# design 1

### M2 wires, design 1

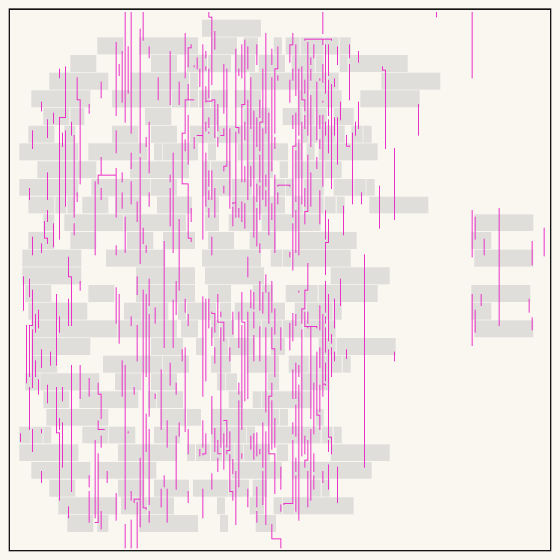
### The metal 1 layer, design 1

The bar under the picture is 20 µm long. Supply wires on this layer in gray.
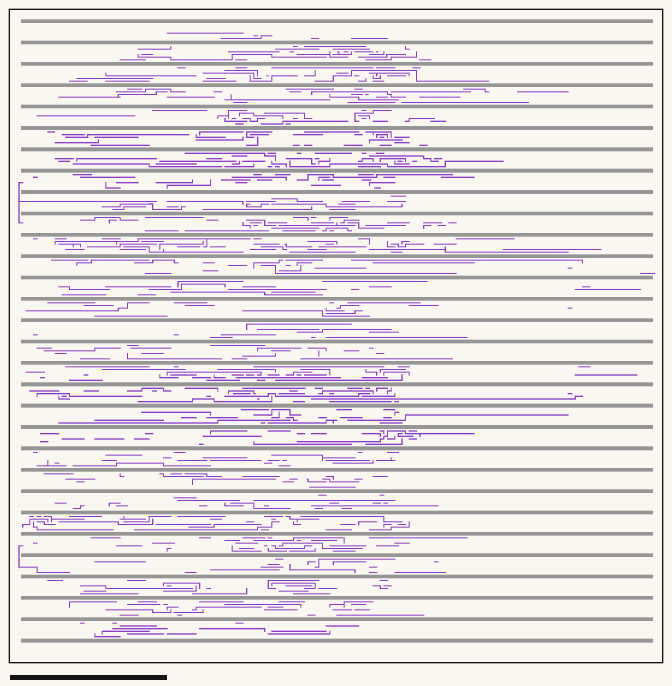
### Cell classes on the final placement, design 1

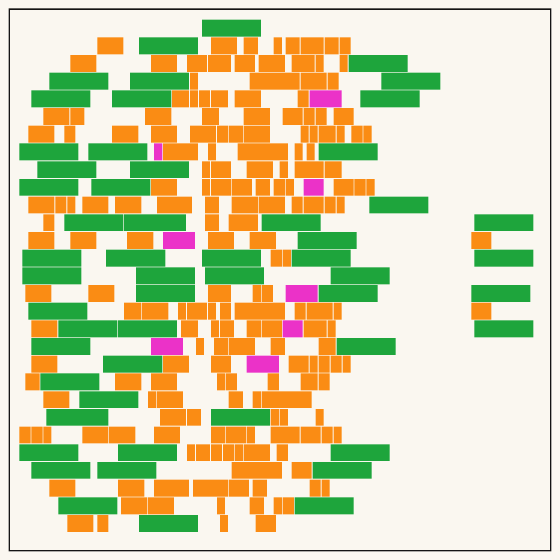
--- src/rtl/multi_clock_divider.sv ---
// -----------------------------------------------------------------------------
// multi_clock_divider
//   Generates CHANNELS independent divided clocks and single-cycle tick enables
//   from one system clock. Each channel has a runtime-programmable divisor
//   (0 is treated as 1), a run/stop enable, and a pending-divisor register.
//   A pending divisor is applied at the channel's next terminal count, or at
//   once while the channel is disabled. Reloading therefore never produces a
//   short or glitched output period.
//
//   Optional feature: define MULTI_CLOCK_DIVIDER_SYNC_START_EN to add the
//   sync_start input. It phase-aligns all channels on one edge.
//
// Parameters:
//   CHANNELS    - number of independent divider channels (>=1)
//   WIDTH       - divisor/counter width in bits (>=1)
//   DEFAULT_DIV - divisor loaded into every channel at reset (1..2^WIDTH-1)
//
// Ports:
//   clock      in   system clock, rising edge
//   reset_n    in   asynchronous active-low reset
//   enable     in   [CHANNELS]       per-channel run enable
//   divisor    in   [CHANNELS*WIDTH] packed divisors, channel c at [c*WIDTH +: WIDTH]
//   load       in   [CHANNELS]       strobe capturing divisor[c] as pending
//   sync_start in   1                (optional) realign all channels
//   pending    out  [CHANNELS]       captured divisor not yet applied
//   tick       out  [CHANNELS]       one-cycle pulse at each terminal count
//   clk_out    out  [CHANNELS]       toggles at each terminal count
// -----------------------------------------------------------------------------
module multi_clock_divider #(
   parameter int unsigned CHANNELS    = 2,
   parameter int unsigned WIDTH       = 8,
   parameter int unsigned DEFAULT_DIV = 1
) (
   input  logic                      clock,
   input  logic                      reset_n,
   input  logic [CHANNELS-1:0]       enable,
   input  logic [CHANNELS*WIDTH-1:0] divisor,
   input  logic [CHANNELS-1:0]       load,
`ifdef MULTI_CLOCK_DIVIDER_SYNC_START_EN
   input  logic                      sync_start,
`endif
   output logic [CHANNELS-1:0]       pending,
   output logic [CHANNELS-1:0]       tick,
   output logic [CHANNELS-1:0]       clk_out
);

   localparam logic [WIDTH-1:0] LP_DEFAULT_DIV = WIDTH'(DEFAULT_DIV);
   localparam logic [WIDTH-1:0] LP_ONE         = WIDTH'(1);

   for (genvar c = 0; c < CHANNELS; c++) begin : g_ch
      logic [WIDTH-1:0] r_active_div;
      logic [WIDTH-1:0] r_pend_div;
      logic [WIDTH-1:0] r_cnt;
      logic             r_pending;
      logic             r_tick;
      logic             r_clk_out;

      logic [WIDTH-1:0] w_div_in;
      logic [WIDTH-1:0] w_load_div;
      logic [WIDTH-1:0] w_next_div;

      // Incoming divisor with 0 mapped to 1 so active_div is never 0
      assign w_div_in   = divisor[c*WIDTH +: WIDTH];
      assign w_load_div = (w_div_in == '0) ? LP_ONE : w_div_in;
      // Divisor to use at the next reload: a pending value wins over the active one
      assign w_next_div = r_pending ? r_pend_div : r_active_div;

      // Per-channel counter, pending-divisor handling and output registers
      always_ff @(posedge clock or negedge reset_n) begin
         if (!reset_n) begin
            r_active_div <= LP_DEFAULT_DIV;
            r_cnt        <= LP_DEFAULT_DIV - LP_ONE;
            r_pend_div   <= '0;
            r_pending    <= 1'b0;
            r_tick       <= 1'b0;
            r_clk_out    <= 1'b0;
         end else begin
`ifdef MULTI_CLOCK_DIVIDER_SYNC_START_EN
            if (sync_start) begin
               // Realign: apply any pending value and restart a full period from low
               r_active_div <= w_next_div;
               r_cnt        <= w_next_div - LP_ONE;
               r_pending    <= 1'b0;
               r_tick       <= 1'b0;
               r_clk_out    <= 1'b0;
            end else
`endif
            if (enable[c]) begin
               if (r_cnt == '0) begin
                  r_tick    <= 1'b1;
                  r_clk_out <= ~r_clk_out;
                  r_cnt     <= w_next_div - LP_ONE;
                  if (r_pending) begin
                     r_active_div <= r_pend_div;
                     r_pending    <= 1'b0;
                  end
               end else begin
                  r_cnt  <= r_cnt - LP_ONE;
                  r_tick <= 1'b0;
               end
            end else begin
               r_tick <= 1'b0;
               // A stopped channel takes a pending divisor at once for a clean restart
               if (r_pending) begin
                  r_active_div <= r_pend_div;
                  r_cnt        <= r_pend_div - LP_ONE;
                  r_pending    <= 1'b0;
               end
            end

            // A load on this edge overrides any clear above; the new value
            // stays pending until the following terminal count
            if (load[c]) begin
               r_pend_div <= w_load_div;
               r_pending  <= 1'b1;
            end
         end
      end

      assign pending[c] = r_pending;
      assign tick[c]    = r_tick;
      assign clk_out[c] = r_clk_out;
   end

endmodule

--- config.mk ---
export PLATFORM = sky130hd
export DESIGN_NAME = multi_clock_divider
export DESIGN_NICKNAME = d
export VERILOG_FILES = /design/src/rtl/multi_clock_divider.sv
export SDC_FILE = /design/constraint.sdc
export NUM_CORES = 1
export LEC_CHECK = 0
export CORE_UTILIZATION = 45
export DETAILED_ROUTE_END_ITERATION = 10
export DONT_BUFFER_PORTS = 1
export PLACE_DENSITY = 0.68
export SYNTH_ARGS = -nofsm -noshare
export SYNTH_HDL_FRONTEND = slang
export SYNTH_SLANG_ARGS = --single-unit
--- constraint.sdc ---
create_clock -name clock -period 6 [get_ports clock]
set_input_delay 0.9 -clock clock [delete_from_list [all_inputs] [get_ports clock]]
set_output_delay 0.9 -clock clock [all_outputs]
set_load 0.01 [all_outputs]
==> qor.csv <==
stage,metric,value,unit
pwr,highest-power group,sequential cells,
run_status,status,completed,
global_route,largest net degree at the start of global routing,55,
yosys,register share after synthesis,45.83,%
detailed_routing,WL per Instance,16.55,µm
clock_tree,clock slew at reported path FFs,100,ps
yosys,most numerous cell in the Yosys netlist,dfrtp_1,
detailed_routing,Met2 Wirelength,2285,µm
final_timing,"Hold Violations, Final",0,
yosys,Top-area cell share,44.05,%
placed_design,count of input and output buffers,0,
pwr,Sw Ratio,32.26,%
pwr,PwrDens,308.2,nW/µm²
placed_design,routability cong.,0.8553,
detailed_routing,vias,1934,
pwr,clock group total power,0.210,mW
setup_path,worst setup path end,g_ch[0].r_cnt[4]$_DFFE_PN0P_,
clock_tree,TritonCTS clock tree,yes,
yosys,net count after synthesis,285,
yosys,Avg Synthesized Cell Area,11.32,µm²
final_timing,Worst Max-Slew Pin Slew,714.2,ps
layout,Nets,276,
Notes on 'M2 wires' of design 1 above:
The wires run mostly vertical. The layer carries 2,290 µm of wire. The longest straight run is 33.5 µm. 232 nets have wire on it.

Notes on 'The metal 1 layer' of design 1 above:
263 nets have wire on it. The longest straight run is 33.6 µm.

Notes on 'Cell classes on the final placement' of design 1 above:
Magenta shows clock drivers and dummy loads, cells 8. Green shows flops, cells 54. Orange shows combinational and other logic, cells 191.
Core ar.: 6350 µm²
Core Util, Final: 47.84%
Rows: 29
Seq/total area: 44.56%
Final Cell Area: 3038 µm²

logic make-up after synthesis:
group / share of synthesized area [%]
adders and majority gates: 0.8470
AOI/OAI and AO/OA: 13.34
xor gates and xnor gates: 2.372
DFF: 45.83
and+or+nand+nor: 14.82
buffers and inverters: 4.362
muxes: 18.42
cell type report:
cell class / instances / area [µm²]
inverter: 7 / 26.28
fill: 567 / 3312
tap: 77 / 96.34
clock inverter: 2 / 17.52
multi-input combinational: 184 / 1471
clock buffer: 6 / 72.57
sequential: 54 / 1354

# design 2

<file path="config.mk">
export PLATFORM = sky130hd
export DESIGN_NAME = control_sequencer_flat
export DESIGN_NICKNAME = d
export VERILOG_FILES = /design/src/rtl/control_sequencer_if.sv /design/src/rtl/control_sequencer.sv /design/src/flat_wrapper.sv
export SDC_FILE = /design/constraint.sdc
export NUM_CORES = 1
export LEC_CHECK = 0
export CORE_MARGIN = 2
export CORE_UTILIZATION = 34
export DETAILED_ROUTE_END_ITERATION = 7
export PLACE_DENSITY_LB_ADDON = 0.15
export SYNTH_ARGS = -nofsm -noshare
export SYNTH_HDL_FRONTEND = slang
export SYNTH_SLANG_ARGS = --single-unit
</file>
<file path="constraint.sdc">
create_clock -name clock -period 2.95 [get_ports clock]
set_input_delay 0.295 -clock clock [delete_from_list [all_inputs] [get_ports clock]]
set_output_delay 0.295 -clock clock [all_outputs]
set_load 0.005 [all_outputs]
</file>
<file path="src/rtl/control_sequencer_if.sv">
`default_nettype none
// +--------------------------------------------------------------------------+
// | Module      : control_sequencer_if                                       |
// | Description : Control bus between control_sequencer and DataPath. Holds  |
// |               the instruction/halt inputs, status outputs and the        |
// |               DataPath control strobes.                                  |
// | Revision    : 1.0  initial release                                       |
// +--------------------------------------------------------------------------+
interface control_sequencer_if;
  logic [31:0] IR;
  logic        stop;
  logic        run;
  logic        illegal;
  logic [4:0]  alu_op;
  logic        PCout, MARin, IncPC, PCin, Zin, Zlowout;
  logic        ram_read, ram_write, MD_read, MDRin, MDRout, IRin;
  logic        Gra, Grb, Grc, Rin, Rout, BAout, Yin, Cout;

  // Sequencer side: consumes IR/stop, drives status and strobes
  modport master (
    input  IR, stop,
    output run, illegal, alu_op,
    output PCout, MARin, IncPC, PCin, Zin, Zlowout,
    output ram_read, ram_write, MD_read, MDRin, MDRout, IRin,
    output Gra, Grb, Grc, Rin, Rout, BAout, Yin, Cout
  );

  // DataPath side: supplies IR/stop, consumes status and strobes
  modport slave (
    output IR, stop,
    input  run, illegal, alu_op,
    input  PCout, MARin, IncPC, PCin, Zin, Zlowout,
    input  ram_read, ram_write, MD_read, MDRin, MDRout, IRin,
    input  Gra, Grb, Grc, Rin, Rout, BAout, Yin, Cout
  );
endinterface
`default_nettype wire

</file>
<file path="src/rtl/control_sequencer.sv">
`default_nettype none
// +--------------------------------------------------------------------------+
// | Module      : control_sequencer                                          |
// | Description : Hardwired Moore control unit. One control step per clock;  |
// |               strobes decoded from the state register and IR[31:27].     |
// |               Optional macro CTRL_ILLEGAL_TRAP_EN: undefined opcodes set |
// |               the sticky illegal flag and halt (otherwise run as nop).   |
// | Revision    : 1.0  initial release                                       |
// +--------------------------------------------------------------------------+
module control_sequencer #(
  parameter int             OPW     = 5,
  parameter logic [OPW-1:0] ALU_ADD = 5'b00011
) (
  input  wire logic           clock,
  input  wire logic           clear,
  control_sequencer_if.master bus
);

  typedef enum logic [3:0] {
    IDLE, T0, T1, T2, T3, T4, T5, T6, T7, HALT
  } state_t;

  localparam logic [OPW-1:0] c_OP_LD     = OPW'(0);
  localparam logic [OPW-1:0] c_OP_LDI    = OPW'(1);
  localparam logic [OPW-1:0] c_OP_ST     = OPW'(2);
  localparam logic [OPW-1:0] c_OP_ALU_LO = OPW'(3);
  localparam logic [OPW-1:0] c_OP_ALU_HI = OPW'(6);
  localparam logic [OPW-1:0] c_OP_IMM_LO = OPW'(12);
  localparam logic [OPW-1:0] c_OP_IMM_HI = OPW'(14);
  localparam logic [OPW-1:0] c_OP_HALT   = OPW'(27);

  state_t         r_state;
  logic           r_stop_pend;
  logic [OPW-1:0] w_op;
  logic           w_is_ld, w_is_ldi, w_is_st, w_is_alu, w_is_imm, w_is_halt;
  logic           w_short, w_last, w_halt_req, w_trap;

  assign w_op       = bus.IR[31 -: OPW];
  assign w_is_ld    = (w_op == c_OP_LD);
  assign w_is_ldi   = (w_op == c_OP_LDI);
  assign w_is_st    = (w_op == c_OP_ST);
  assign w_is_alu   = (w_op >= c_OP_ALU_LO) && (w_op <= c_OP_ALU_HI);
  assign w_is_imm   = (w_op >= c_OP_IMM_LO) && (w_op <= c_OP_IMM_HI);
  assign w_is_halt  = (w_op == c_OP_HALT);
  // nop, halt and every undefined opcode finish in T3
  assign w_short    = !(w_is_ld || w_is_ldi || w_is_st || w_is_alu || w_is_imm);
  assign w_last     = ((r_state == T3) && w_short) ||
                      ((r_state == T5) && (w_is_ldi || w_is_alu || w_is_imm)) ||
                      (r_state == T7);
  // a stop seen this cycle counts as well as one remembered earlier
  assign w_halt_req = r_stop_pend || bus.stop;

`ifdef CTRL_ILLEGAL_TRAP_EN
  localparam logic [OPW-1:0] c_OP_NOP = OPW'(26);
  logic r_illegal;
  assign w_trap      = (r_state == T3) && w_short && (w_op != c_OP_NOP) && !w_is_halt;
  assign bus.illegal = r_illegal;

  // Sticky illegal-opcode flag, cleared only by reset
  always_ff @(posedge clock or posedge clear) begin
    if (clear)       r_illegal <= 1'b0;
    else if (w_trap) r_illegal <= 1'b1;
  end
`else
  assign w_trap      = 1'b0;
  assign bus.illegal = 1'b0;
`endif

  // State sequencing and pending-stop capture; HALT is left only through reset
  always_ff @(posedge clock or posedge clear) begin
    if (clear) begin
      r_state     <= IDLE;
      r_stop_pend <= 1'b0;
    end else begin
      if (bus.stop) r_stop_pend <= 1'b1;
      case (r_state)
        IDLE:   r_state <= w_halt_req ? HALT : T0;
        T0:     r_state <= T1;
        T1:     r_state <= T2;
        T2:     r_state <= T3;
        T3, T4, T5, T6, T7: begin
          if (w_last)
            r_state <= (w_halt_req || w_trap || ((r_state == T3) && w_is_halt)) ? HALT : T0;
          else
            r_state <= state_t'(r_state + 4'd1);
        end
        HALT:   r_state <= HALT;
        default: r_state <= IDLE;
      endcase
    end
  end

  // Strobe decode from the state register, so execute steps see the IR loaded by T2
  always_comb begin
    bus.run       = (r_state != IDLE) && (r_state != HALT);
    bus.alu_op    = '0;
    bus.PCout     = 1'b0; bus.MARin   = 1'b0; bus.IncPC    = 1'b0; bus.PCin  = 1'b0;
    bus.Zin       = 1'b0; bus.Zlowout = 1'b0; bus.ram_read = 1'b0; bus.ram_write = 1'b0;
    bus.MD_read   = 1'b0; bus.MDRin   = 1'b0; bus.MDRout   = 1'b0; bus.IRin  = 1'b0;
    bus.Gra       = 1'b0; bus.Grb     = 1'b0; bus.Grc      = 1'b0; bus.Rin   = 1'b0;
    bus.Rout      = 1'b0; bus.BAout   = 1'b0; bus.Yin      = 1'b0; bus.Cout  = 1'b0;
    case (r_state)
      T0: begin bus.PCout = 1'b1; bus.MARin = 1'b1; bus.IncPC = 1'b1; bus.Zin = 1'b1; end
      T1: begin
        bus.Zlowout = 1'b1; bus.PCin = 1'b1; bus.ram_read = 1'b1;
        bus.MD_read = 1'b1; bus.MDRin = 1'b1;
      end
      T2: begin bus.MDRout = 1'b1; bus.IRin = 1'b1; end
      T3: begin
        if (w_is_ld || w_is_ldi || w_is_st) begin
          bus.Grb = 1'b1; bus.BAout = 1'b1; bus.Yin = 1'b1;
        end else if (w_is_alu || w_is_imm) begin
          bus.Grb = 1'b1; bus.Rout = 1'b1; bus.Yin = 1'b1;
        end
      end
      T4: begin
        bus.Zin = 1'b1;
        if (w_is_alu) begin
          bus.Grc = 1'b1; bus.Rout = 1'b1; bus.alu_op = w_op;
        end else if (w_is_imm) begin
          bus.Cout = 1'b1; bus.alu_op = w_op;
        end else begin
          bus.Cout = 1'b1; bus.alu_op = ALU_ADD;
        end
      end
      T5: begin
        bus.Zlowout = 1'b1;
        if (w_is_ld || w_is_st) bus.MARin = 1'b1;
        else begin bus.Gra = 1'b1; bus.Rin = 1'b1; end
      end
      T6: begin
        bus.MDRin = 1'b1;
        if (w_is_st) begin bus.Gra = 1'b1; bus.Rout = 1'b1; end
        else begin bus.ram_read = 1'b1; bus.MD_read = 1'b1; end
      end
      T7: begin
        if (w_is_st) bus.ram_write = 1'b1;
        else begin bus.MDRout = 1'b1; bus.Gra = 1'b1; bus.Rin = 1'b1; end
      end
      default: ;
    endcase
  end

  // Only one source may drive the shared bus in any step
  a_single_bus_driver: assert property (@(posedge clock) disable iff (clear)
    $onehot0({bus.PCout, bus.Zlowout, bus.MDRout, bus.Rout, bus.BAout, bus.Cout}));

endmodule
`default_nettype wire

</file>
<file path="src/flat_wrapper.sv">
// flat-port wrapper written by rule: the top's interface ports become plain ports
module control_sequencer_flat 
#(
  parameter int             OPW     = 5,
  parameter logic [OPW-1:0] ALU_ADD = 5'b00011
)
  (clock, clear, bus_IR, bus_stop, bus_run, bus_illegal, bus_alu_op, bus_PCout, bus_MARin, bus_IncPC, bus_PCin, bus_Zin, bus_Zlowout, bus_ram_read, bus_ram_write, bus_MD_read, bus_MDRin, bus_MDRout, bus_IRin, bus_Gra, bus_Grb, bus_Grc, bus_Rin, bus_Rout, bus_BAout, bus_Yin, bus_Cout);
  control_sequencer_if bus_i ();
  input  wire logic clock;
  input  wire logic clear;
  input wire logic [$bits(bus_i.IR)-1:0] bus_IR;
  input wire logic [$bits(bus_i.stop)-1:0] bus_stop;
  output wire logic [$bits(bus_i.run)-1:0] bus_run;
  output wire logic [$bits(bus_i.illegal)-1:0] bus_illegal;
  output wire logic [$bits(bus_i.alu_op)-1:0] bus_alu_op;
  output wire logic [$bits(bus_i.PCout)-1:0] bus_PCout;
  output wire logic [$bits(bus_i.MARin)-1:0] bus_MARin;
  output wire logic [$bits(bus_i.IncPC)-1:0] bus_IncPC;
  output wire logic [$bits(bus_i.PCin)-1:0] bus_PCin;
  output wire logic [$bits(bus_i.Zin)-1:0] bus_Zin;
  output wire logic [$bits(bus_i.Zlowout)-1:0] bus_Zlowout;
  output wire logic [$bits(bus_i.ram_read)-1:0] bus_ram_read;
  output wire logic [$bits(bus_i.ram_write)-1:0] bus_ram_write;
  output wire logic [$bits(bus_i.MD_read)-1:0] bus_MD_read;
  output wire logic [$bits(bus_i.MDRin)-1:0] bus_MDRin;
  output wire logic [$bits(bus_i.MDRout)-1:0] bus_MDRout;
  output wire logic [$bits(bus_i.IRin)-1:0] bus_IRin;
  output wire logic [$bits(bus_i.Gra)-1:0] bus_Gra;
  output wire logic [$bits(bus_i.Grb)-1:0] bus_Grb;
  output wire logic [$bits(bus_i.Grc)-1:0] bus_Grc;
  output wire logic [$bits(bus_i.Rin)-1:0] bus_Rin;
  output wire logic [$bits(bus_i.Rout)-1:0] bus_Rout;
  output wire logic [$bits(bus_i.BAout)-1:0] bus_BAout;
  output wire logic [$bits(bus_i.Yin)-1:0] bus_Yin;
  output wire logic [$bits(bus_i.Cout)-1:0] bus_Cout;
  assign bus_i.IR = bus_IR;
  assign bus_i.stop = bus_stop;
  assign bus_run = bus_i.run;
  assign bus_illegal = bus_i.illegal;
  assign bus_alu_op = bus_i.alu_op;
  assign bus_PCout = bus_i.PCout;
  assign bus_MARin = bus_i.MARin;
  assign bus_IncPC = bus_i.IncPC;
  assign bus_PCin = bus_i.PCin;
  assign bus_Zin = bus_i.Zin;
  assign bus_Zlowout = bus_i.Zlowout;
  assign bus_ram_read = bus_i.ram_read;
  assign bus_ram_write = bus_i.ram_write;
  assign bus_MD_read = bus_i.MD_read;
  assign bus_MDRin = bus_i.MDRin;
  assign bus_MDRout = bus_i.MDRout;
  assign bus_IRin = bus_i.IRin;
  assign bus_Gra = bus_i.Gra;
  assign bus_Grb = bus_i.Grb;
  assign bus_Grc = bus_i.Grc;
  assign bus_Rin = bus_i.Rin;
  assign bus_Rout = bus_i.Rout;
  assign bus_BAout = bus_i.BAout;
  assign bus_Yin = bus_i.Yin;
  assign bus_Cout = bus_i.Cout;
  control_sequencer #(.OPW(OPW), .ALU_ADD(ALU_ADD)) u_core (.clock(clock), .clear(clear), .bus(bus_i));
endmodule
</file>
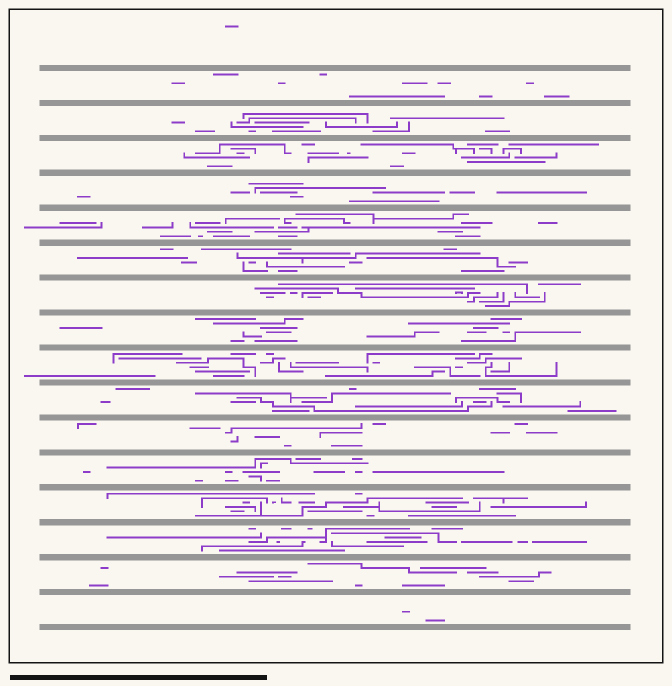
*The metal 1 layer, design 2*
The bar under the picture is 20 µm long. Supply wires on this layer in gray.
119 nets have wire on it. The longest straight run is 19.3 µm. The layer carries 941 µm of wire. The wires run mostly horizontal.
DRT Wirelength: 1862 µm
GRT met1 Usage: 21.34%
vias: 776

==> qor.csv <==
stage,metric,value,unit
pwr,clock group total power,0.0764,mW
setup_path,Crit path top cell by count,clkdlybuf4s50_1,
flow_run,tool warnings,56,
pwr,Combinational Power Share,70.6,%
yosys,register share after synthesis,16.84,%
yosys,main logic family after synthesis,simple AND/OR/NAND/NOR gates,
yosys,ao+oa area frac,21.72,%
setup_path,"delay-heaviest family, CP",buffers and inverters,
yosys,most frequent cells after synthesis,"nor2_1 (14), nand2_1 (8), inv_1 (7)",
setup_path,critical path depth,6,
pwr,sequential share of power,19.3,%
yosys,chip area in the Yosys report,743.2,µm²
pwr,highest-power group,combinational logic,
placed_design,placed insts,155,
run_status,status,completed,
setup_path,Worst Path Required,2650,ps
yosys,number of synthesized flops with an enable pin,0,
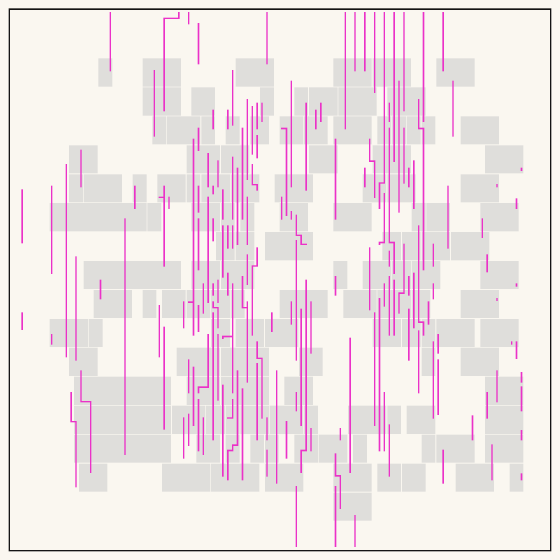
*M2 wires, design 2*
The longest straight run is 22.1 µm. The layer holds 46% of the routed length. The layer carries 852 µm of wire.
grt met2 use: 25.00%

layout by cell type (no fill, tap or decap), drive strengths merged, types with 4 or more instances in the layout:
cell type and instances:
clkdlybuf4s50 32, nor2 14, nand2 8, inv 7, nand3b 5, dfrtp 5
nand3 4, ha 4, clkbuf 4, and2 4
final cells by class:
type | instances | area [µm²] | share of cell area (%)
multi-input cells | 82 | 533.0 | 49.36
inverters | 7 | 26.28 | 2.433
clock buffers | 4 | 26.28 | 2.433
well taps | 27 | 33.78 | 3.129
repair buffers | 34 | 335.3 | 31.05
flip-flops and latches | 5 | 125.1 | 11.59

# design 3

[config.mk]
export PLATFORM = sky130hd
export DESIGN_NAME = alu_arbiter
export DESIGN_NICKNAME = d
export VERILOG_FILES = /design/src/rtl/alu_arbiter.sv
export SDC_FILE = /design/constraint.sdc
export NUM_CORES = 1
export LEC_CHECK = 0
export ABC_AREA = 1
export CORE_AREA = 2 2 71 73
export CTS_BUF_LIST = sky130_fd_sc_hd__clkbuf_16
export CTS_CLUSTER_SIZE = 12
export DETAILED_ROUTE_END_ITERATION = 12
export DIE_AREA = 0 0 73 75
export PLACE_DENSITY = 0.79
export SLEW_MARGIN = 20
export SYNTH_ARGS = -nofsm -noshare
export SYNTH_HDL_FRONTEND = slang
export SYNTH_SLANG_ARGS = --single-unit
[constraint.sdc]
create_clock -name clk -period 1.2 [get_ports clk]
set_clock_uncertainty 0.1 [all_clocks]
set_input_delay 0.24 -clock clk [delete_from_list [all_inputs] [get_ports clk]]
set_output_delay 0.24 -clock clk [all_outputs]
set_load 0.01 [all_outputs]
[src/rtl/alu_arbiter.sv]
// Round-robin arbiter sharing one combinational 8-bit ALU between two requesters.
// Operands are registered into the ALU; the result is returned under valid/ready.
module alu_arbiter #(
  parameter int NREQ = 2
) (
  input  logic            clk,
  input  logic            reset,
  input  logic [NREQ-1:0] req_valid,
  output logic [NREQ-1:0] req_ready,
  input  logic [2:0]      req_op0,
  input  logic [2:0]      req_op1,
  input  logic [7:0]      req_a0,
  input  logic [7:0]      req_a1,
  input  logic [7:0]      req_b0,
  input  logic [7:0]      req_b1,
  output logic [NREQ-1:0] resp_valid,
  input  logic [NREQ-1:0] resp_ready,
  output logic [7:0]      resp_data,
  output logic            resp_jump,
  output logic [2:0]      alu_op,
  output logic [7:0]      alu_in1,
  output logic [7:0]      alu_in2,
  input  logic [7:0]      alu_out,
  input  logic            alu_jump,
  output logic            owner
);

  typedef enum logic [1:0] {
    IDLE,
    EXEC,
    RESP
  } state_e;

  state_e     state_q;
  logic       prio_q;
  logic       owner_q;
  logic [2:0] op_q;
  logic [7:0] a_q;
  logic [7:0] b_q;
  logic [7:0] data_q;
  logic       jump_q;

  logic       gnt;
  logic       accept;
  logic       hs;
  logic [2:0] op_sel;
  logic [7:0] a_sel;
  logic [7:0] b_sel;

  // Contention falls back to the pointer; a lone request wins outright.
  always_comb begin
    gnt    = (&req_valid) ? prio_q : req_valid[1];
    accept = (state_q == IDLE) && (|req_valid) && !reset;
    hs     = (state_q == RESP) &&
             (owner_q ? resp_ready[1] : resp_ready[0]);
    op_sel = gnt ? req_op1 : req_op0;
    a_sel  = gnt ? req_a1  : req_a0;
    b_sel  = gnt ? req_b1  : req_b0;
  end

  assign req_ready  = accept ? {gnt, ~gnt} : '0;
  assign resp_valid = (state_q == RESP) ? {owner_q, ~owner_q} : '0;
  assign resp_data  = data_q;
  assign resp_jump  = jump_q;
  assign owner      = owner_q;

  // The ALU sees operands only during its single execute cycle.
  assign alu_op  = (state_q == EXEC) ? op_q : 3'd0;
  assign alu_in1 = (state_q == EXEC) ? a_q  : 8'd0;
  assign alu_in2 = (state_q == EXEC) ? b_q  : 8'd0;

  always_ff @(posedge clk) begin
    if (reset) begin
      state_q <= IDLE;
      prio_q  <= 1'b0;
      owner_q <= 1'b0;
      op_q    <= 3'd0;
      a_q     <= 8'd0;
      b_q     <= 8'd0;
      data_q  <= 8'd0;
      jump_q  <= 1'b0;
    end else begin
      unique case (state_q)
        IDLE: begin
          if (accept) begin
            op_q    <= op_sel;
            a_q     <= a_sel;
            b_q     <= b_sel;
            owner_q <= gnt;
            state_q <= EXEC;
          end
        end
        EXEC: begin
          data_q  <= alu_out;
          jump_q  <= alu_jump;
          state_q <= RESP;
        end
        RESP: begin
          if (hs) begin
            prio_q  <= ~owner_q;
            state_q <= IDLE;
          end
        end
        default: state_q <= IDLE;
      endcase
    end
  end

endmodule

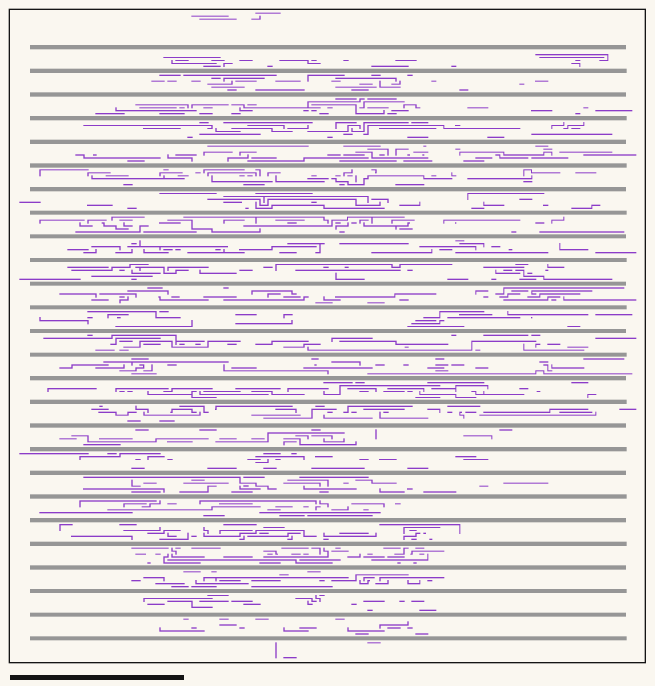
*The metal 1 layer, design 3*
The bar under the picture is 20 µm long. Supply wires on this layer in gray.
The layer carries 2,400 µm of wire. The wires run mostly horizontal. The layer holds 40% of the routed length.

==> qor.csv <==
stage,metric,value,unit
layout,area delta synth->final,101.7,%
layout,Leading cell kind,combinational gates,
placed_design,Post-DP Area,2586,µm²
floorplan,Rows,25,
final_timing,Final Setup Violations,52,
detailed_routing,Remaining DRCs,0,
setup_path,worst setup path end,alu_in1[4],
placed_design,count of input and output buffers,85,
run_status,failing checks,setup timing,
placed_design,dpl hpwl,3431,µm
yosys,ys cells,258,
yosys,Netlist Area Pre-Place,1580,µm²
flow_run,Max-Cap Viols,0,
layout,seq_cells,32,
placed_design,placed insts,403,
clock_tree,CTS max path bufs,2,
run_status,status,"finished, violations left",
final_timing,RSZ-0062 raised after global routing,yes,
pwr,sequential power,1.21,mW
final_timing,fin worst setup slack,-376.0,ps
layout,number of logic gates,184,
yosys,net count after synthesis,311,
setup_path,r2r endpoint,b_q[2]$_SDFFE_PP0P_,
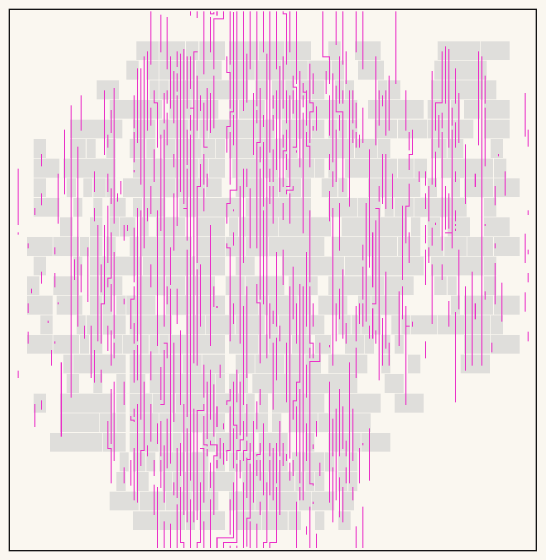
*M2 wires, design 3*
The layer carries 3,160 µm of wire. The wires run mostly vertical. 354 nets have wire on it. The layer holds 53% of the routed length. The longest straight run is 47.9 µm.
DRT Wirelength: 5938 µm
grt met2 use: 33.43%
vias: 2,039

==> metal layers <==
layer	track usage, %	part of all wire [%]
met5	0	0
met1	22.46	40
met4	4.115	1.6
met2	33.43	53
met3	3.882	4.8
==> cells by family (layout without fill, tap and decap cells) <==
group | Yosys count | count (layout) | share of synthesized area [%]
AND/OR/NAND/NOR | 151 | 151 | 37.77
buffers and inverters | 42 | 153 | 11.24
flip-flops | 32 | 32 | 40.54
AND-OR/OR-AND | 33 | 33 | 10.45

# design 4

### The metal 1 layer, design 4

The bar under the picture is 50 µm long. Supply wires on this layer in gray.
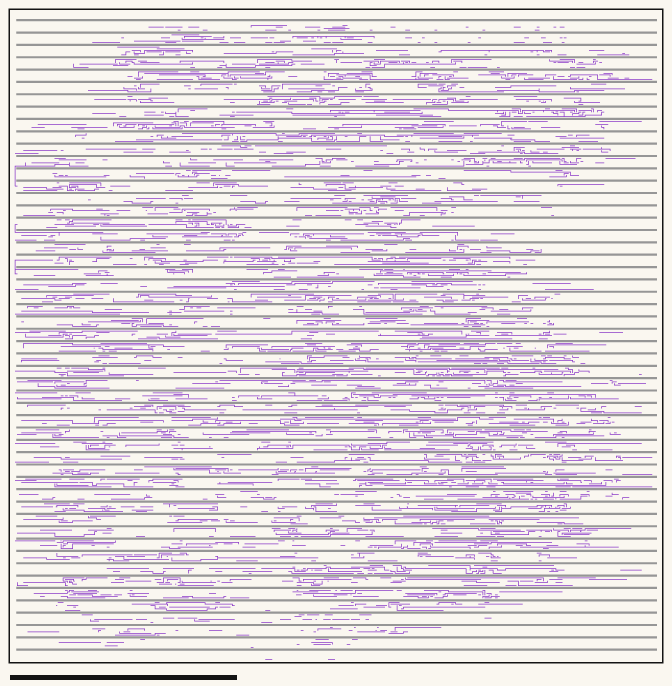
### M2 wires, design 4

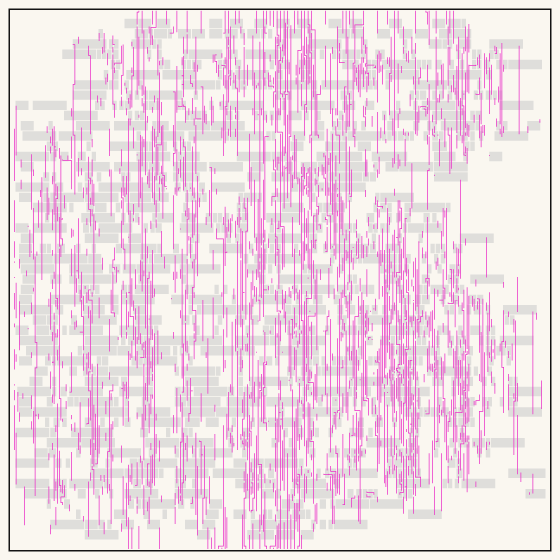
File: config.mk
export PLATFORM = sky130hd
export DESIGN_NAME = spi_master_param
export DESIGN_NICKNAME = d
export VERILOG_FILES = /design/src/rtl/spi_master_param.sv
export SDC_FILE = /design/constraint.sdc
export NUM_CORES = 1
export LEC_CHECK = 0
export ABC_AREA = 1
export CAP_MARGIN = 40
export CORE_MARGIN = 1
export CORE_UTILIZATION = 40
export DETAILED_ROUTE_END_ITERATION = 10
export GPL_ROUTABILITY_DRIVEN = 0
export GPL_TIMING_DRIVEN = 0
export MAX_ROUTING_LAYER = met4
export PLACE_DENSITY = 0.59
export SYNTH_ARGS = -nofsm -noshare
export SYNTH_HDL_FRONTEND = slang
export SYNTH_SLANG_ARGS = --single-unit
export TNS_END_PERCENT = 5
File: constraint.sdc
create_clock -name clk -period 3.1 [get_ports clk]
set_input_delay 0.62 -clock clk [delete_from_list [all_inputs] [get_ports clk]]
set_output_delay 0.62 -clock clk [all_outputs]
set_load 0.03 [all_outputs]
File: src/rtl/spi_master_param.sv
// -----------------------------------------------------------------------------
// spi_master_param
// Parametrised SPI master. A synchronised rising edge on SIMCK launches one
// full-duplex DATA_W-bit frame to one of NUM_SS slaves in any CPOL/CPHA mode,
// framed by programmable SSEL guard times (PRE_CYCLES / POST_CYCLES).
//
// Ports
//   clk      : system clock, all logic on posedge
//   reset_n  : asynchronous active-low reset
//   en       : block enable; low aborts the frame and idles the block
//   SIMCK    : asynchronous frame trigger (rising edge)
//   data_in  : tx word, latched on trigger
//   clkdiv   : SCK half-period minus 1 in clk cycles, latched on trigger
//   mode     : {CPOL,CPHA}, latched on trigger
//   ss_idx   : slave index, latched on trigger (out of range = no select)
//   MISO     : serial data from slave (asynchronous)
//   MOSI     : serial data to slave
//   SSEL     : active-low slave selects
//   SCK      : serial clock
//   rx_data  : last completed rx word
//   busy     : high while a frame is in flight, through the done cycle
//   done     : one-cycle pulse at frame end
//   overrun  : sticky, trigger seen while busy; cleared by reset_n or en low
//
// Configuration macro: SPI_LSB_FIRST_EN selects LSB-first shifting
// (tx sends data[0] first, rx_data[0] holds the first received bit).
// -----------------------------------------------------------------------------
module spi_master_param #(
  parameter int DATA_W      = 32,
  parameter int CLKDIV_W    = 24,
  parameter int NUM_SS      = 1,
  parameter int PRE_CYCLES  = 16,
  parameter int POST_CYCLES = 16,
  localparam int SSW        = (NUM_SS > 1) ? $clog2(NUM_SS) : 1
) (
  input  logic                clk,
  input  logic                reset_n,
  input  logic                en,
  input  logic                SIMCK,
  input  logic [DATA_W-1:0]   data_in,
  input  logic [CLKDIV_W-1:0] clkdiv,
  input  logic [1:0]          mode,
  input  logic [SSW-1:0]      ss_idx,
  input  logic                MISO,
  output logic                MOSI,
  output logic [NUM_SS-1:0]   SSEL,
  output logic                SCK,
  output logic [DATA_W-1:0]   rx_data,
  output logic                busy,
  output logic                done,
  output logic                overrun
);

  localparam int BIT_W  = $clog2(DATA_W) + 1;
  localparam int PP_MAX = (PRE_CYCLES > POST_CYCLES) ? PRE_CYCLES : POST_CYCLES;
  localparam int PP_W   = $clog2(PP_MAX) + 1;
  // One down-counter serves the guard times and the SCK half-period.
  localparam int CNT_W  = (PP_W > CLKDIV_W + 1) ? PP_W : CLKDIV_W + 1;

  typedef enum logic [2:0] {S_IDLE, S_PRE, S_SHIFT, S_POST, S_DONE} state_t;

  state_t              r_state, w_state_nxt;
  logic [2:0]          r_simck_sync;
  logic [1:0]          r_miso_sync;
  logic [DATA_W-1:0]   r_tx, r_rx, r_rx_data;
  logic [CNT_W-1:0]    r_cnt;
  logic [CLKDIV_W-1:0] r_half_m1;
  logic [BIT_W-1:0]    r_bits;
  logic                r_cpol, r_cpha, r_sck, r_overrun;
  logic [NUM_SS-1:0]   r_ssel, w_ssel_dec;
  logic                w_trig, w_miso, w_cnt_zero, w_sck_edge, w_leading;
  logic                w_sample, w_shift, w_last_edge, w_mosi;
  logic [DATA_W-1:0]   w_tx_shifted, w_rx_shifted;

  // Edge = oldest 0 followed by two 1s, so the trigger is seen once per rise.
  assign w_trig     = ~r_simck_sync[2] & r_simck_sync[1] & r_simck_sync[0];
  assign w_miso     = r_miso_sync[1];
  assign w_cnt_zero = (r_cnt == '0);
  // The PRE timeout itself produces the first leading SCK edge.
  assign w_sck_edge = ((r_state == S_PRE) || (r_state == S_SHIFT)) && w_cnt_zero;
  assign w_leading  = (r_sck == r_cpol);
  // CPHA=0 samples on leading edges, CPHA=1 on trailing edges.
  assign w_sample   = w_sck_edge && (w_leading ^ r_cpha);
  // CPHA=1 skips the first leading edge (bit 0 is already presented);
  // CPHA=0 skips the trailing edge after the final sample.
  assign w_shift    = w_sck_edge && !(w_leading ^ r_cpha) &&
                      (r_cpha ? (r_bits != '0) : (r_bits != BIT_W'(DATA_W)));
  // The frame ends on the trailing edge of the last bit.
  assign w_last_edge = w_sck_edge && !w_leading &&
                       (r_cpha ? (r_bits == BIT_W'(DATA_W - 1)) : (r_bits == BIT_W'(DATA_W)));

`ifdef SPI_LSB_FIRST_EN
  assign w_mosi       = r_tx[0];
  assign w_tx_shifted = {1'b0, r_tx[DATA_W-1:1]};
  assign w_rx_shifted = {w_miso, r_rx[DATA_W-1:1]};
`else
  assign w_mosi       = r_tx[DATA_W-1];
  assign w_tx_shifted = {r_tx[DATA_W-2:0], 1'b0};
  assign w_rx_shifted = {r_rx[DATA_W-2:0], w_miso};
`endif

  assign MOSI    = w_mosi;
  assign SSEL    = r_ssel;
  assign SCK     = r_sck;
  assign rx_data = r_rx_data;
  assign overrun = r_overrun;

  // Decode of the live ss_idx; values >= NUM_SS leave every line high.
  always_comb begin
    // NOTE: every signal written in always_comb gets a default first so no latch is inferred.
    w_ssel_dec = '1;
    for (int i = 0; i < NUM_SS; i++) begin
      w_ssel_dec[i] = (ss_idx != SSW'(i));
    end
  end

  // NOTE: asynchronous active-low reset; every flop returns to a known value immediately.
  always_ff @(posedge clk or negedge reset_n) begin
    if (!reset_n) begin
      r_simck_sync <= '0;
      r_miso_sync  <= '0;
    end else begin
      // NOTE: sequential state uses non-blocking assignments so all flops update together.
      r_simck_sync <= {r_simck_sync[1:0], SIMCK};
      r_miso_sync  <= {r_miso_sync[0], MISO};
    end
  end

  // FSM state register
  always_ff @(posedge clk or negedge reset_n) begin
    if (!reset_n) r_state <= S_IDLE;
    else          r_state <= w_state_nxt;
  end

  // FSM next-state logic
  always_comb begin
    w_state_nxt = r_state;
    if (!en) begin
      w_state_nxt = S_IDLE;
    end else begin
      case (r_state)
        S_IDLE:  if (w_trig)      w_state_nxt = S_PRE;
        S_PRE:   if (w_cnt_zero)  w_state_nxt = S_SHIFT;
        S_SHIFT: if (w_last_edge) w_state_nxt = S_POST;
        S_POST:  if (w_cnt_zero)  w_state_nxt = S_DONE;
        S_DONE:                   w_state_nxt = S_IDLE;
        default:                  w_state_nxt = S_IDLE;
      endcase
    end
  end

  // FSM outputs
  always_comb begin
    busy = (r_state != S_IDLE);
    done = (r_state == S_DONE);
  end

  // Datapath: latching, guard/half-period counter, SCK, shift registers.
  always_ff @(posedge clk or negedge reset_n) begin
    if (!reset_n) begin
      r_tx      <= '0;
      r_rx      <= '0;
      r_rx_data <= '0;
      r_cnt     <= '0;
      r_half_m1 <= '0;
      r_bits    <= '0;
      r_cpol    <= 1'b0;
      r_cpha    <= 1'b0;
      r_sck     <= 1'b0;
      r_overrun <= 1'b0;
      r_ssel    <= '1;
    end else if (!en) begin
      // Abort: release the slave, park SCK, drop the sticky flag; rx_data is kept.
      r_ssel    <= '1;
      r_sck     <= mode[1];
      r_overrun <= 1'b0;
    end else begin
      // A trigger outside IDLE (including the DONE cycle) is dropped and flagged.
      if (w_trig && (r_state != S_IDLE)) r_overrun <= 1'b1;
      case (r_state)
        S_IDLE: begin
          r_sck <= mode[1];
          if (w_trig) begin
            r_tx      <= data_in;
            r_rx      <= '0;
            r_bits    <= '0;
            r_cpol    <= mode[1];
            r_cpha    <= mode[0];
            // H = max(clkdiv,2)+1, stored as H-1 for the reload.
            r_half_m1 <= (clkdiv < CLKDIV_W'(2)) ? CLKDIV_W'(2) : clkdiv;
            r_cnt     <= CNT_W'(PRE_CYCLES - 1);
            r_ssel    <= w_ssel_dec;
          end
        end
        S_PRE, S_SHIFT: begin
          if (w_cnt_zero) begin
            r_sck <= ~r_sck;
            r_cnt <= w_last_edge ? CNT_W'(POST_CYCLES - 1) : CNT_W'(r_half_m1);
          end else begin
            r_cnt <= r_cnt - CNT_W'(1);
          end
          if (w_sample) begin
            r_rx   <= w_rx_shifted;
            r_bits <= r_bits + BIT_W'(1);
          end
          if (w_shift) r_tx <= w_tx_shifted;
        end
        S_POST: begin
          if (w_cnt_zero) begin
            // Publish the word together with the done pulse.
            r_ssel    <= '1;
            r_rx_data <= r_rx;
          end else begin
            r_cnt <= r_cnt - CNT_W'(1);
          end
        end
        default: ;
      endcase
    end
  end

endmodule
==> qor.csv <==
stage,metric,value,unit
final_timing,Tcrit/Tclk final,83.07,%
pwr,Sw Ratio,40.47,%
layout,"Cell Count, Final, Fillers Out",1455,
clock_tree,CTS max path bufs,2,
final_timing,maximum clock rate,0.3883,GHz
yosys,ys cells,1055,
setup_path,CP peak stage delay,700,ps
layout,Fill cells,1942,
placed_design,dpl hpwl,15580,µm
pwr,highest-power group,sequential cells,
layout,most numerous logic cell after layout,nand2_1,
setup_path,Reg-to-Reg Start,r_cnt[12]$_DFFE_PN0P_,
pwr,Comb power,2.90,mW
clock_tree,Late-Pin Clk Latency,430,ps
placed_design,placed insts,1422,
final_timing,clk_skew,10.77,ps
detailed_routing,vias per inst,4.907,
yosys,ao+oa area frac,8.102,%
yosys,synthesis-stage register bit count,164,
run_status,status,completed,
setup_path,Worst Setup SP,r_state[0]$_DFFE_PN0P_,
detailed_routing,First-pass DRT Iterations,7,
## Picture notes: 'The metal 1 layer' of design 4
The layer carries 10,300 µm of wire. 1,150 nets have wire on it. The layer holds 48% of the routed length.
vias: 7,140
GRT met1 Usage: 30.40%
DRT Wirelength: 21,540 µm

## Picture notes: 'M2 wires' of design 4
936 nets have wire on it. The layer holds 47% of the routed length. The layer carries 10,100 µm of wire. The wires run mostly vertical.
grt met2 use: 35.41%

layout make-up:
type	count	share of cell area (%)
Sequential cell	164	40.88
Inverter	98	3.664
Timing Repair Buffer	102	10.39
Clock inverter	15	2.069
Clock buffer	17	4.237
Tap cell	265	3.302
Buffer	46	2.069
Multi-Input combinational cell	747	33.36
Antenna cell	1	0.02492
stage by stage:
stage,hold WS [ps],setup TNS [ps],setup WS [ps]
floorplan,324.4,0,1193
global placement,333.4,-921860,-5647
detailed placement,337.2,0,288.4
CTS,121.8,0,512.9
global route,130.2,0,386.5
finish,96.88,0,524.7

# design 5

### The metal 1 layer, design 5

The bar under the picture is 50 µm long. Supply wires on this layer in gray.
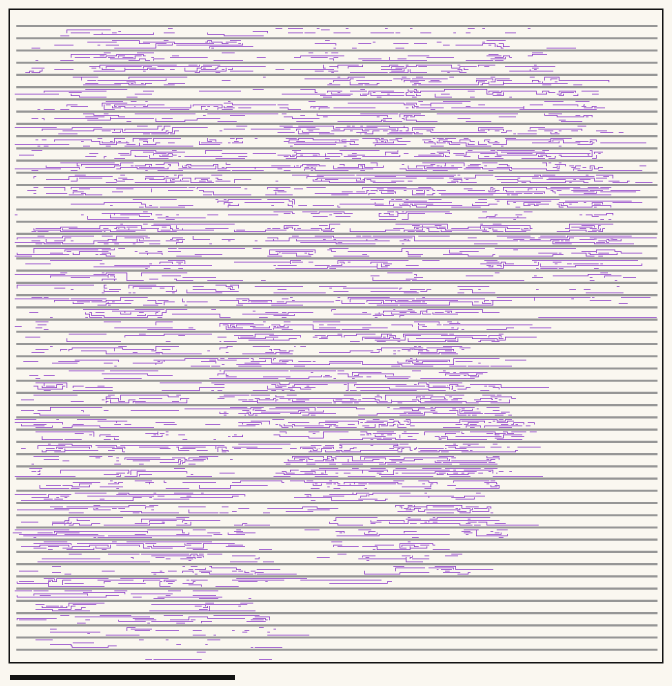
### M2 wires, design 5

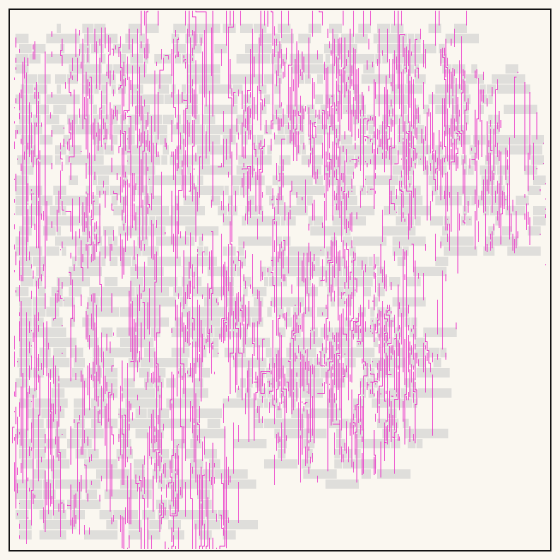
### The metal 3 layer, design 5

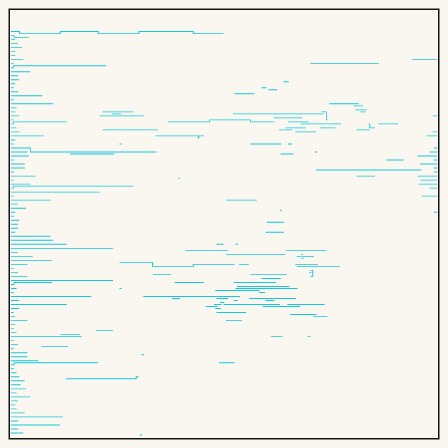
## src/rtl/run_pkg.sv

```systemverilog
// Shared definitions for the run-control monitor: state encoding, status codes
// and the halt-trap instruction word used by cores and benches alike.
package run_pkg;

   typedef enum logic [2:0] {
      S_IDLE,
      S_RUN,
      S_HALTED,
      S_HUNG,
      S_TIMEOUT
   } run_state_t;

   localparam logic [1:0] STATUS_IDLE_RUN = 2'd0;
   localparam logic [1:0] STATUS_HALTED   = 2'd1;
   localparam logic [1:0] STATUS_HUNG     = 2'd2;
   localparam logic [1:0] STATUS_TIMEOUT  = 2'd3;

   localparam logic [31:0] TRAP_CODE_DEFAULT = 32'h44000300;

endpackage

```

## src/rtl/run_monitor_sat_counter.sv

```systemverilog
// Saturating up-counter with synchronous clear; holds at all-ones instead of wrapping.
module sat_counter #(
   parameter int W = 32
) (
   input  logic         clock,
   input  logic         reset,
   input  logic         clr,
   input  logic         inc,
   output logic [W-1:0] q
);

   // Clear wins over increment so a restart on the same edge always starts from zero.
   always_ff @(posedge clock or posedge reset) begin
      if (reset) begin
         q <= '0;
      end else if (clr) begin
         q <= '0;
      end else if (inc && (q != {W{1'b1}})) begin
         q <= q + W'(1);
      end
   end

endmodule

```

## src/rtl/run_monitor.sv

```systemverilog
// Run-control monitor: follows a program run from start until it halts on the
// trap word, hangs on one PC, or exceeds its cycle budget.
module run_monitor
   import run_pkg::*;
#(
   parameter int                PC_W       = 32,
   parameter int                INSTR_W    = 32,
   parameter int                CNT_W      = 32,
   parameter logic [INSTR_W-1:0] TRAP_CODE = INSTR_W'(TRAP_CODE_DEFAULT),
   parameter int                MAX_CYCLES = 2500,
   parameter int                HANG_LIMIT = 16
) (
   input  logic               clock,
   input  logic               reset,
   input  logic               start,
   input  logic               instr_valid,
   input  logic [INSTR_W-1:0] instr,
   input  logic [PC_W-1:0]    pc,
   output logic               running,
   output logic               done,
   output logic               pass,
   output logic [1:0]         status,
   output logic [CNT_W-1:0]   cycle_count,
   output logic [CNT_W-1:0]   retired,
   output logic [PC_W-1:0]    last_pc
);

   run_state_t       state_q;
   logic             seen_valid;
   logic [CNT_W-1:0] same_cnt;

   logic             arm;
   logic             in_run;
   logic             same_pc;
   logic [CNT_W-1:0] cyc_next;
   logic [CNT_W-1:0] same_next;
   logic             trap_hit;
   logic             hang_hit;
   logic             tout_hit;
   logic             same_clr;
   logic             same_inc;

   // End conditions look at the values the counters will hold after this edge,
   // so a run stops on exactly the edge its limit is reached.
   always_comb begin
      arm       = start && (state_q != S_RUN);
      in_run    = (state_q == S_RUN);
      same_pc   = seen_valid && (pc == last_pc);
      cyc_next  = (cycle_count == {CNT_W{1'b1}}) ? cycle_count : cycle_count + CNT_W'(1);
      same_next = '0;
      if (same_pc) begin
         same_next = (same_cnt == {CNT_W{1'b1}}) ? same_cnt : same_cnt + CNT_W'(1);
      end
      trap_hit = in_run && instr_valid && (instr == TRAP_CODE);
      hang_hit = in_run && instr_valid && (HANG_LIMIT != 0) && (same_next == CNT_W'(HANG_LIMIT));
      tout_hit = in_run && (MAX_CYCLES != 0) && (cyc_next == CNT_W'(MAX_CYCLES));
      same_clr = arm || (in_run && instr_valid && !same_pc);
      same_inc = in_run && instr_valid && same_pc;
   end

   sat_counter #(.W(CNT_W)) u_cycle (
      .clock (clock),
      .reset (reset),
      .clr   (arm),
      .inc   (in_run),
      .q     (cycle_count)
   );

   sat_counter #(.W(CNT_W)) u_retired (
      .clock (clock),
      .reset (reset),
      .clr   (arm),
      .inc   (in_run && instr_valid),
      .q     (retired)
   );

   sat_counter #(.W(CNT_W)) u_same (
      .clock (clock),
      .reset (reset),
      .clr   (same_clr),
      .inc   (same_inc),
      .q     (same_cnt)
   );

   // Flags are registered alongside the state so they move on the transition edge.
   always_ff @(posedge clock or posedge reset) begin
      if (reset) begin
         state_q    <= S_IDLE;
         seen_valid <= 1'b0;
         last_pc    <= '0;
         running    <= 1'b0;
         done       <= 1'b0;
         pass       <= 1'b0;
         status     <= STATUS_IDLE_RUN;
      end else if (arm) begin
         state_q    <= S_RUN;
         seen_valid <= 1'b0;
         last_pc    <= '0;
         running    <= 1'b1;
         done       <= 1'b0;
         pass       <= 1'b0;
         status     <= STATUS_IDLE_RUN;
      end else if (in_run) begin
         if (instr_valid) begin
            seen_valid <= 1'b1;
            last_pc    <= pc;
         end
         if (trap_hit) begin
            state_q <= S_HALTED;
            running <= 1'b0;
            done    <= 1'b1;
            pass    <= 1'b1;
            status  <= STATUS_HALTED;
         end else if (hang_hit) begin
            state_q <= S_HUNG;
            running <= 1'b0;
            done    <= 1'b1;
            status  <= STATUS_HUNG;
         end else if (tout_hit) begin
            state_q <= S_TIMEOUT;
            running <= 1'b0;
            done    <= 1'b1;
            status  <= STATUS_TIMEOUT;
         end
      end
   end

endmodule

```

## config.mk

```make
export PLATFORM = sky130hd
export DESIGN_NAME = run_monitor
export DESIGN_NICKNAME = d
export VERILOG_FILES = /design/src/rtl/run_pkg.sv /design/src/rtl/run_monitor_sat_counter.sv /design/src/rtl/run_monitor.sv
export SDC_FILE = /design/constraint.sdc
export NUM_CORES = 1
export LEC_CHECK = 0
export CAP_MARGIN = 40
export CORE_UTILIZATION = 40
export DETAILED_ROUTE_END_ITERATION = 10
export PLACE_DENSITY = 0.68
export SLEW_MARGIN = 20
export SYNTH_ARGS = -nofsm -noshare
export SYNTH_HDL_FRONTEND = slang
export SYNTH_SLANG_ARGS = --single-unit
export TNS_END_PERCENT = 100
```

## constraint.sdc

```tcl
create_clock -name clock -period 4 [get_ports clock]
set_clock_uncertainty 0.15 [all_clocks]
set_input_delay 0.4 -clock clock [delete_from_list [all_inputs] [get_ports clock]]
set_output_delay 0.4 -clock clock [all_outputs]
set_load 0.01 [all_outputs]
```

==> qor.csv <==
stage,metric,value,unit
setup_path,R2R Setup Slk,360,ps
detailed_routing,vias per inst,5.811,
floorplan,Core ar.,19780,µm²
setup_path,"delay-heaviest family, CP",simple AND/OR/NAND/NOR gates,
layout,most numerous logic cell after layout,clkdlybuf4s50_1,
placed_design,dpl hpwl,16400,µm
detailed_routing,Met2 Wirelength,10960,µm
floorplan,FP Util,41.35,%
detailed_routing,metal1 wirelength,10700,µm
setup_path,Worst Setup SP,u_cycle.q[0]$_DFFE_PP0P_,
layout,Top Layout Cells,"clkdlybuf4s50_1 (168), dfrtp_1 (137), nor2_1 (83)",
run_status,status,completed,
yosys,main flop type after synthesis,dfrtp_1,
pwr,Leakage,4.118,nW
clock_tree,TritonCTS clock tree,yes,
setup_path,r2r endpoint,running$_DFFE_PP0P_,
detailed_routing,Routed met3 length,1610,µm
layout,ANT cells,0,
final_timing,Tcrit/Tclk final,90.99,%
layout,"Cell Count, Final, Fillers Out",1350,
yosys,ys cells,925,
yosys,MUX area fraction,0.3671,%
Notes on 'The metal 1 layer' of design 5 above:
The layer carries 10,700 µm of wire. The longest straight run is 28.1 µm. The wires run mostly horizontal.
GRT met1 Usage: 30.66%
vias: 7,845
DRT Wirelength: 23,640 µm

Notes on 'M2 wires' of design 5 above:
The wires run mostly vertical. The layer holds 46% of the routed length.
grt met2 use: 35.65%

Notes on 'The metal 3 layer' of design 5 above:
The layer holds 6.8% of the routed length. The wires run mostly horizontal. The layer carries 1,610 µm of wire. The longest straight run is 42.6 µm.

-- where the power goes --
| part | leakage, nW | total [mW] | switching [mW] | internal, mW |
|---|---|---|---|---|
| Clock | 0.302 | 1.66 | 0.617 | 1.05 |
| Sequential | 1.79 | 1.74 | 0.221 | 1.52 |
| Combinational | 2.03 | 0.847 | 0.390 | 0.457 |
| Total | 4.12 | 4.25 | 1.23 | 3.02 |
-- final cells by class --
type                       instances  area share (%)
timing repair buffer             185           17.20
inverter                          17          0.6292
tap                              265           3.088
clock inverter                    10           1.317
multi-input combinational        715           41.37
sequential                       137           31.92
clock buffer                      21           4.474


==> notes/layouts.md <==
Pictures saved along the way, in no particular order.

Routing congestion map.
shot_01.png
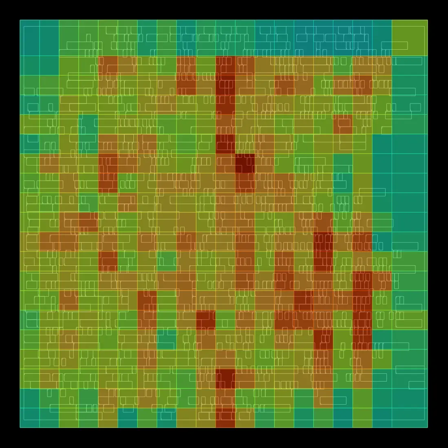
shot_02.png
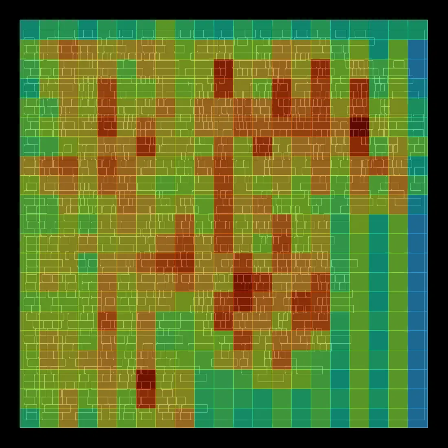
shot_03.png
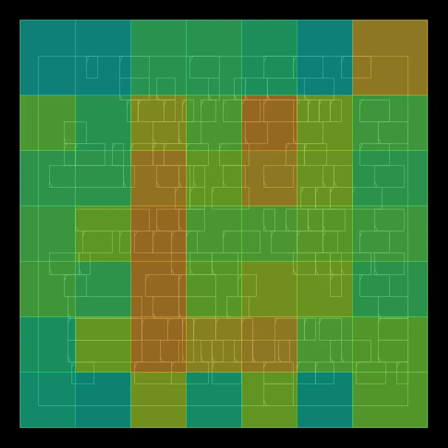
shot_04.png
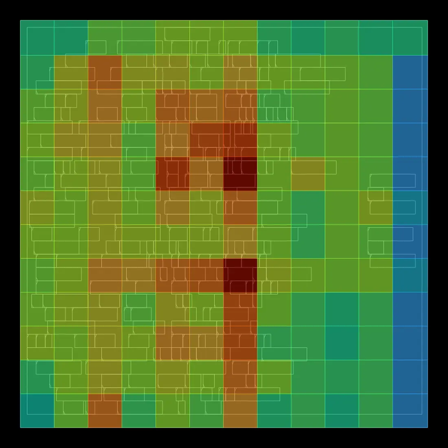
shot_05.png
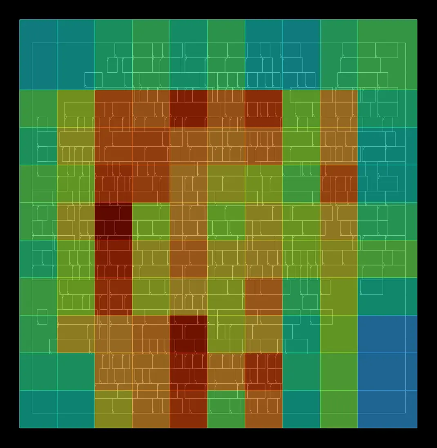
- least wire per cell: shot_03.png
shot_04.png comes from design 1.
shot_01.png comes from design 4.
shot_02.png comes from design 5.
shot_03.png comes from design 2.
shot_05.png comes from design 3.

Power is estimated from default activity; no workload was simulated.
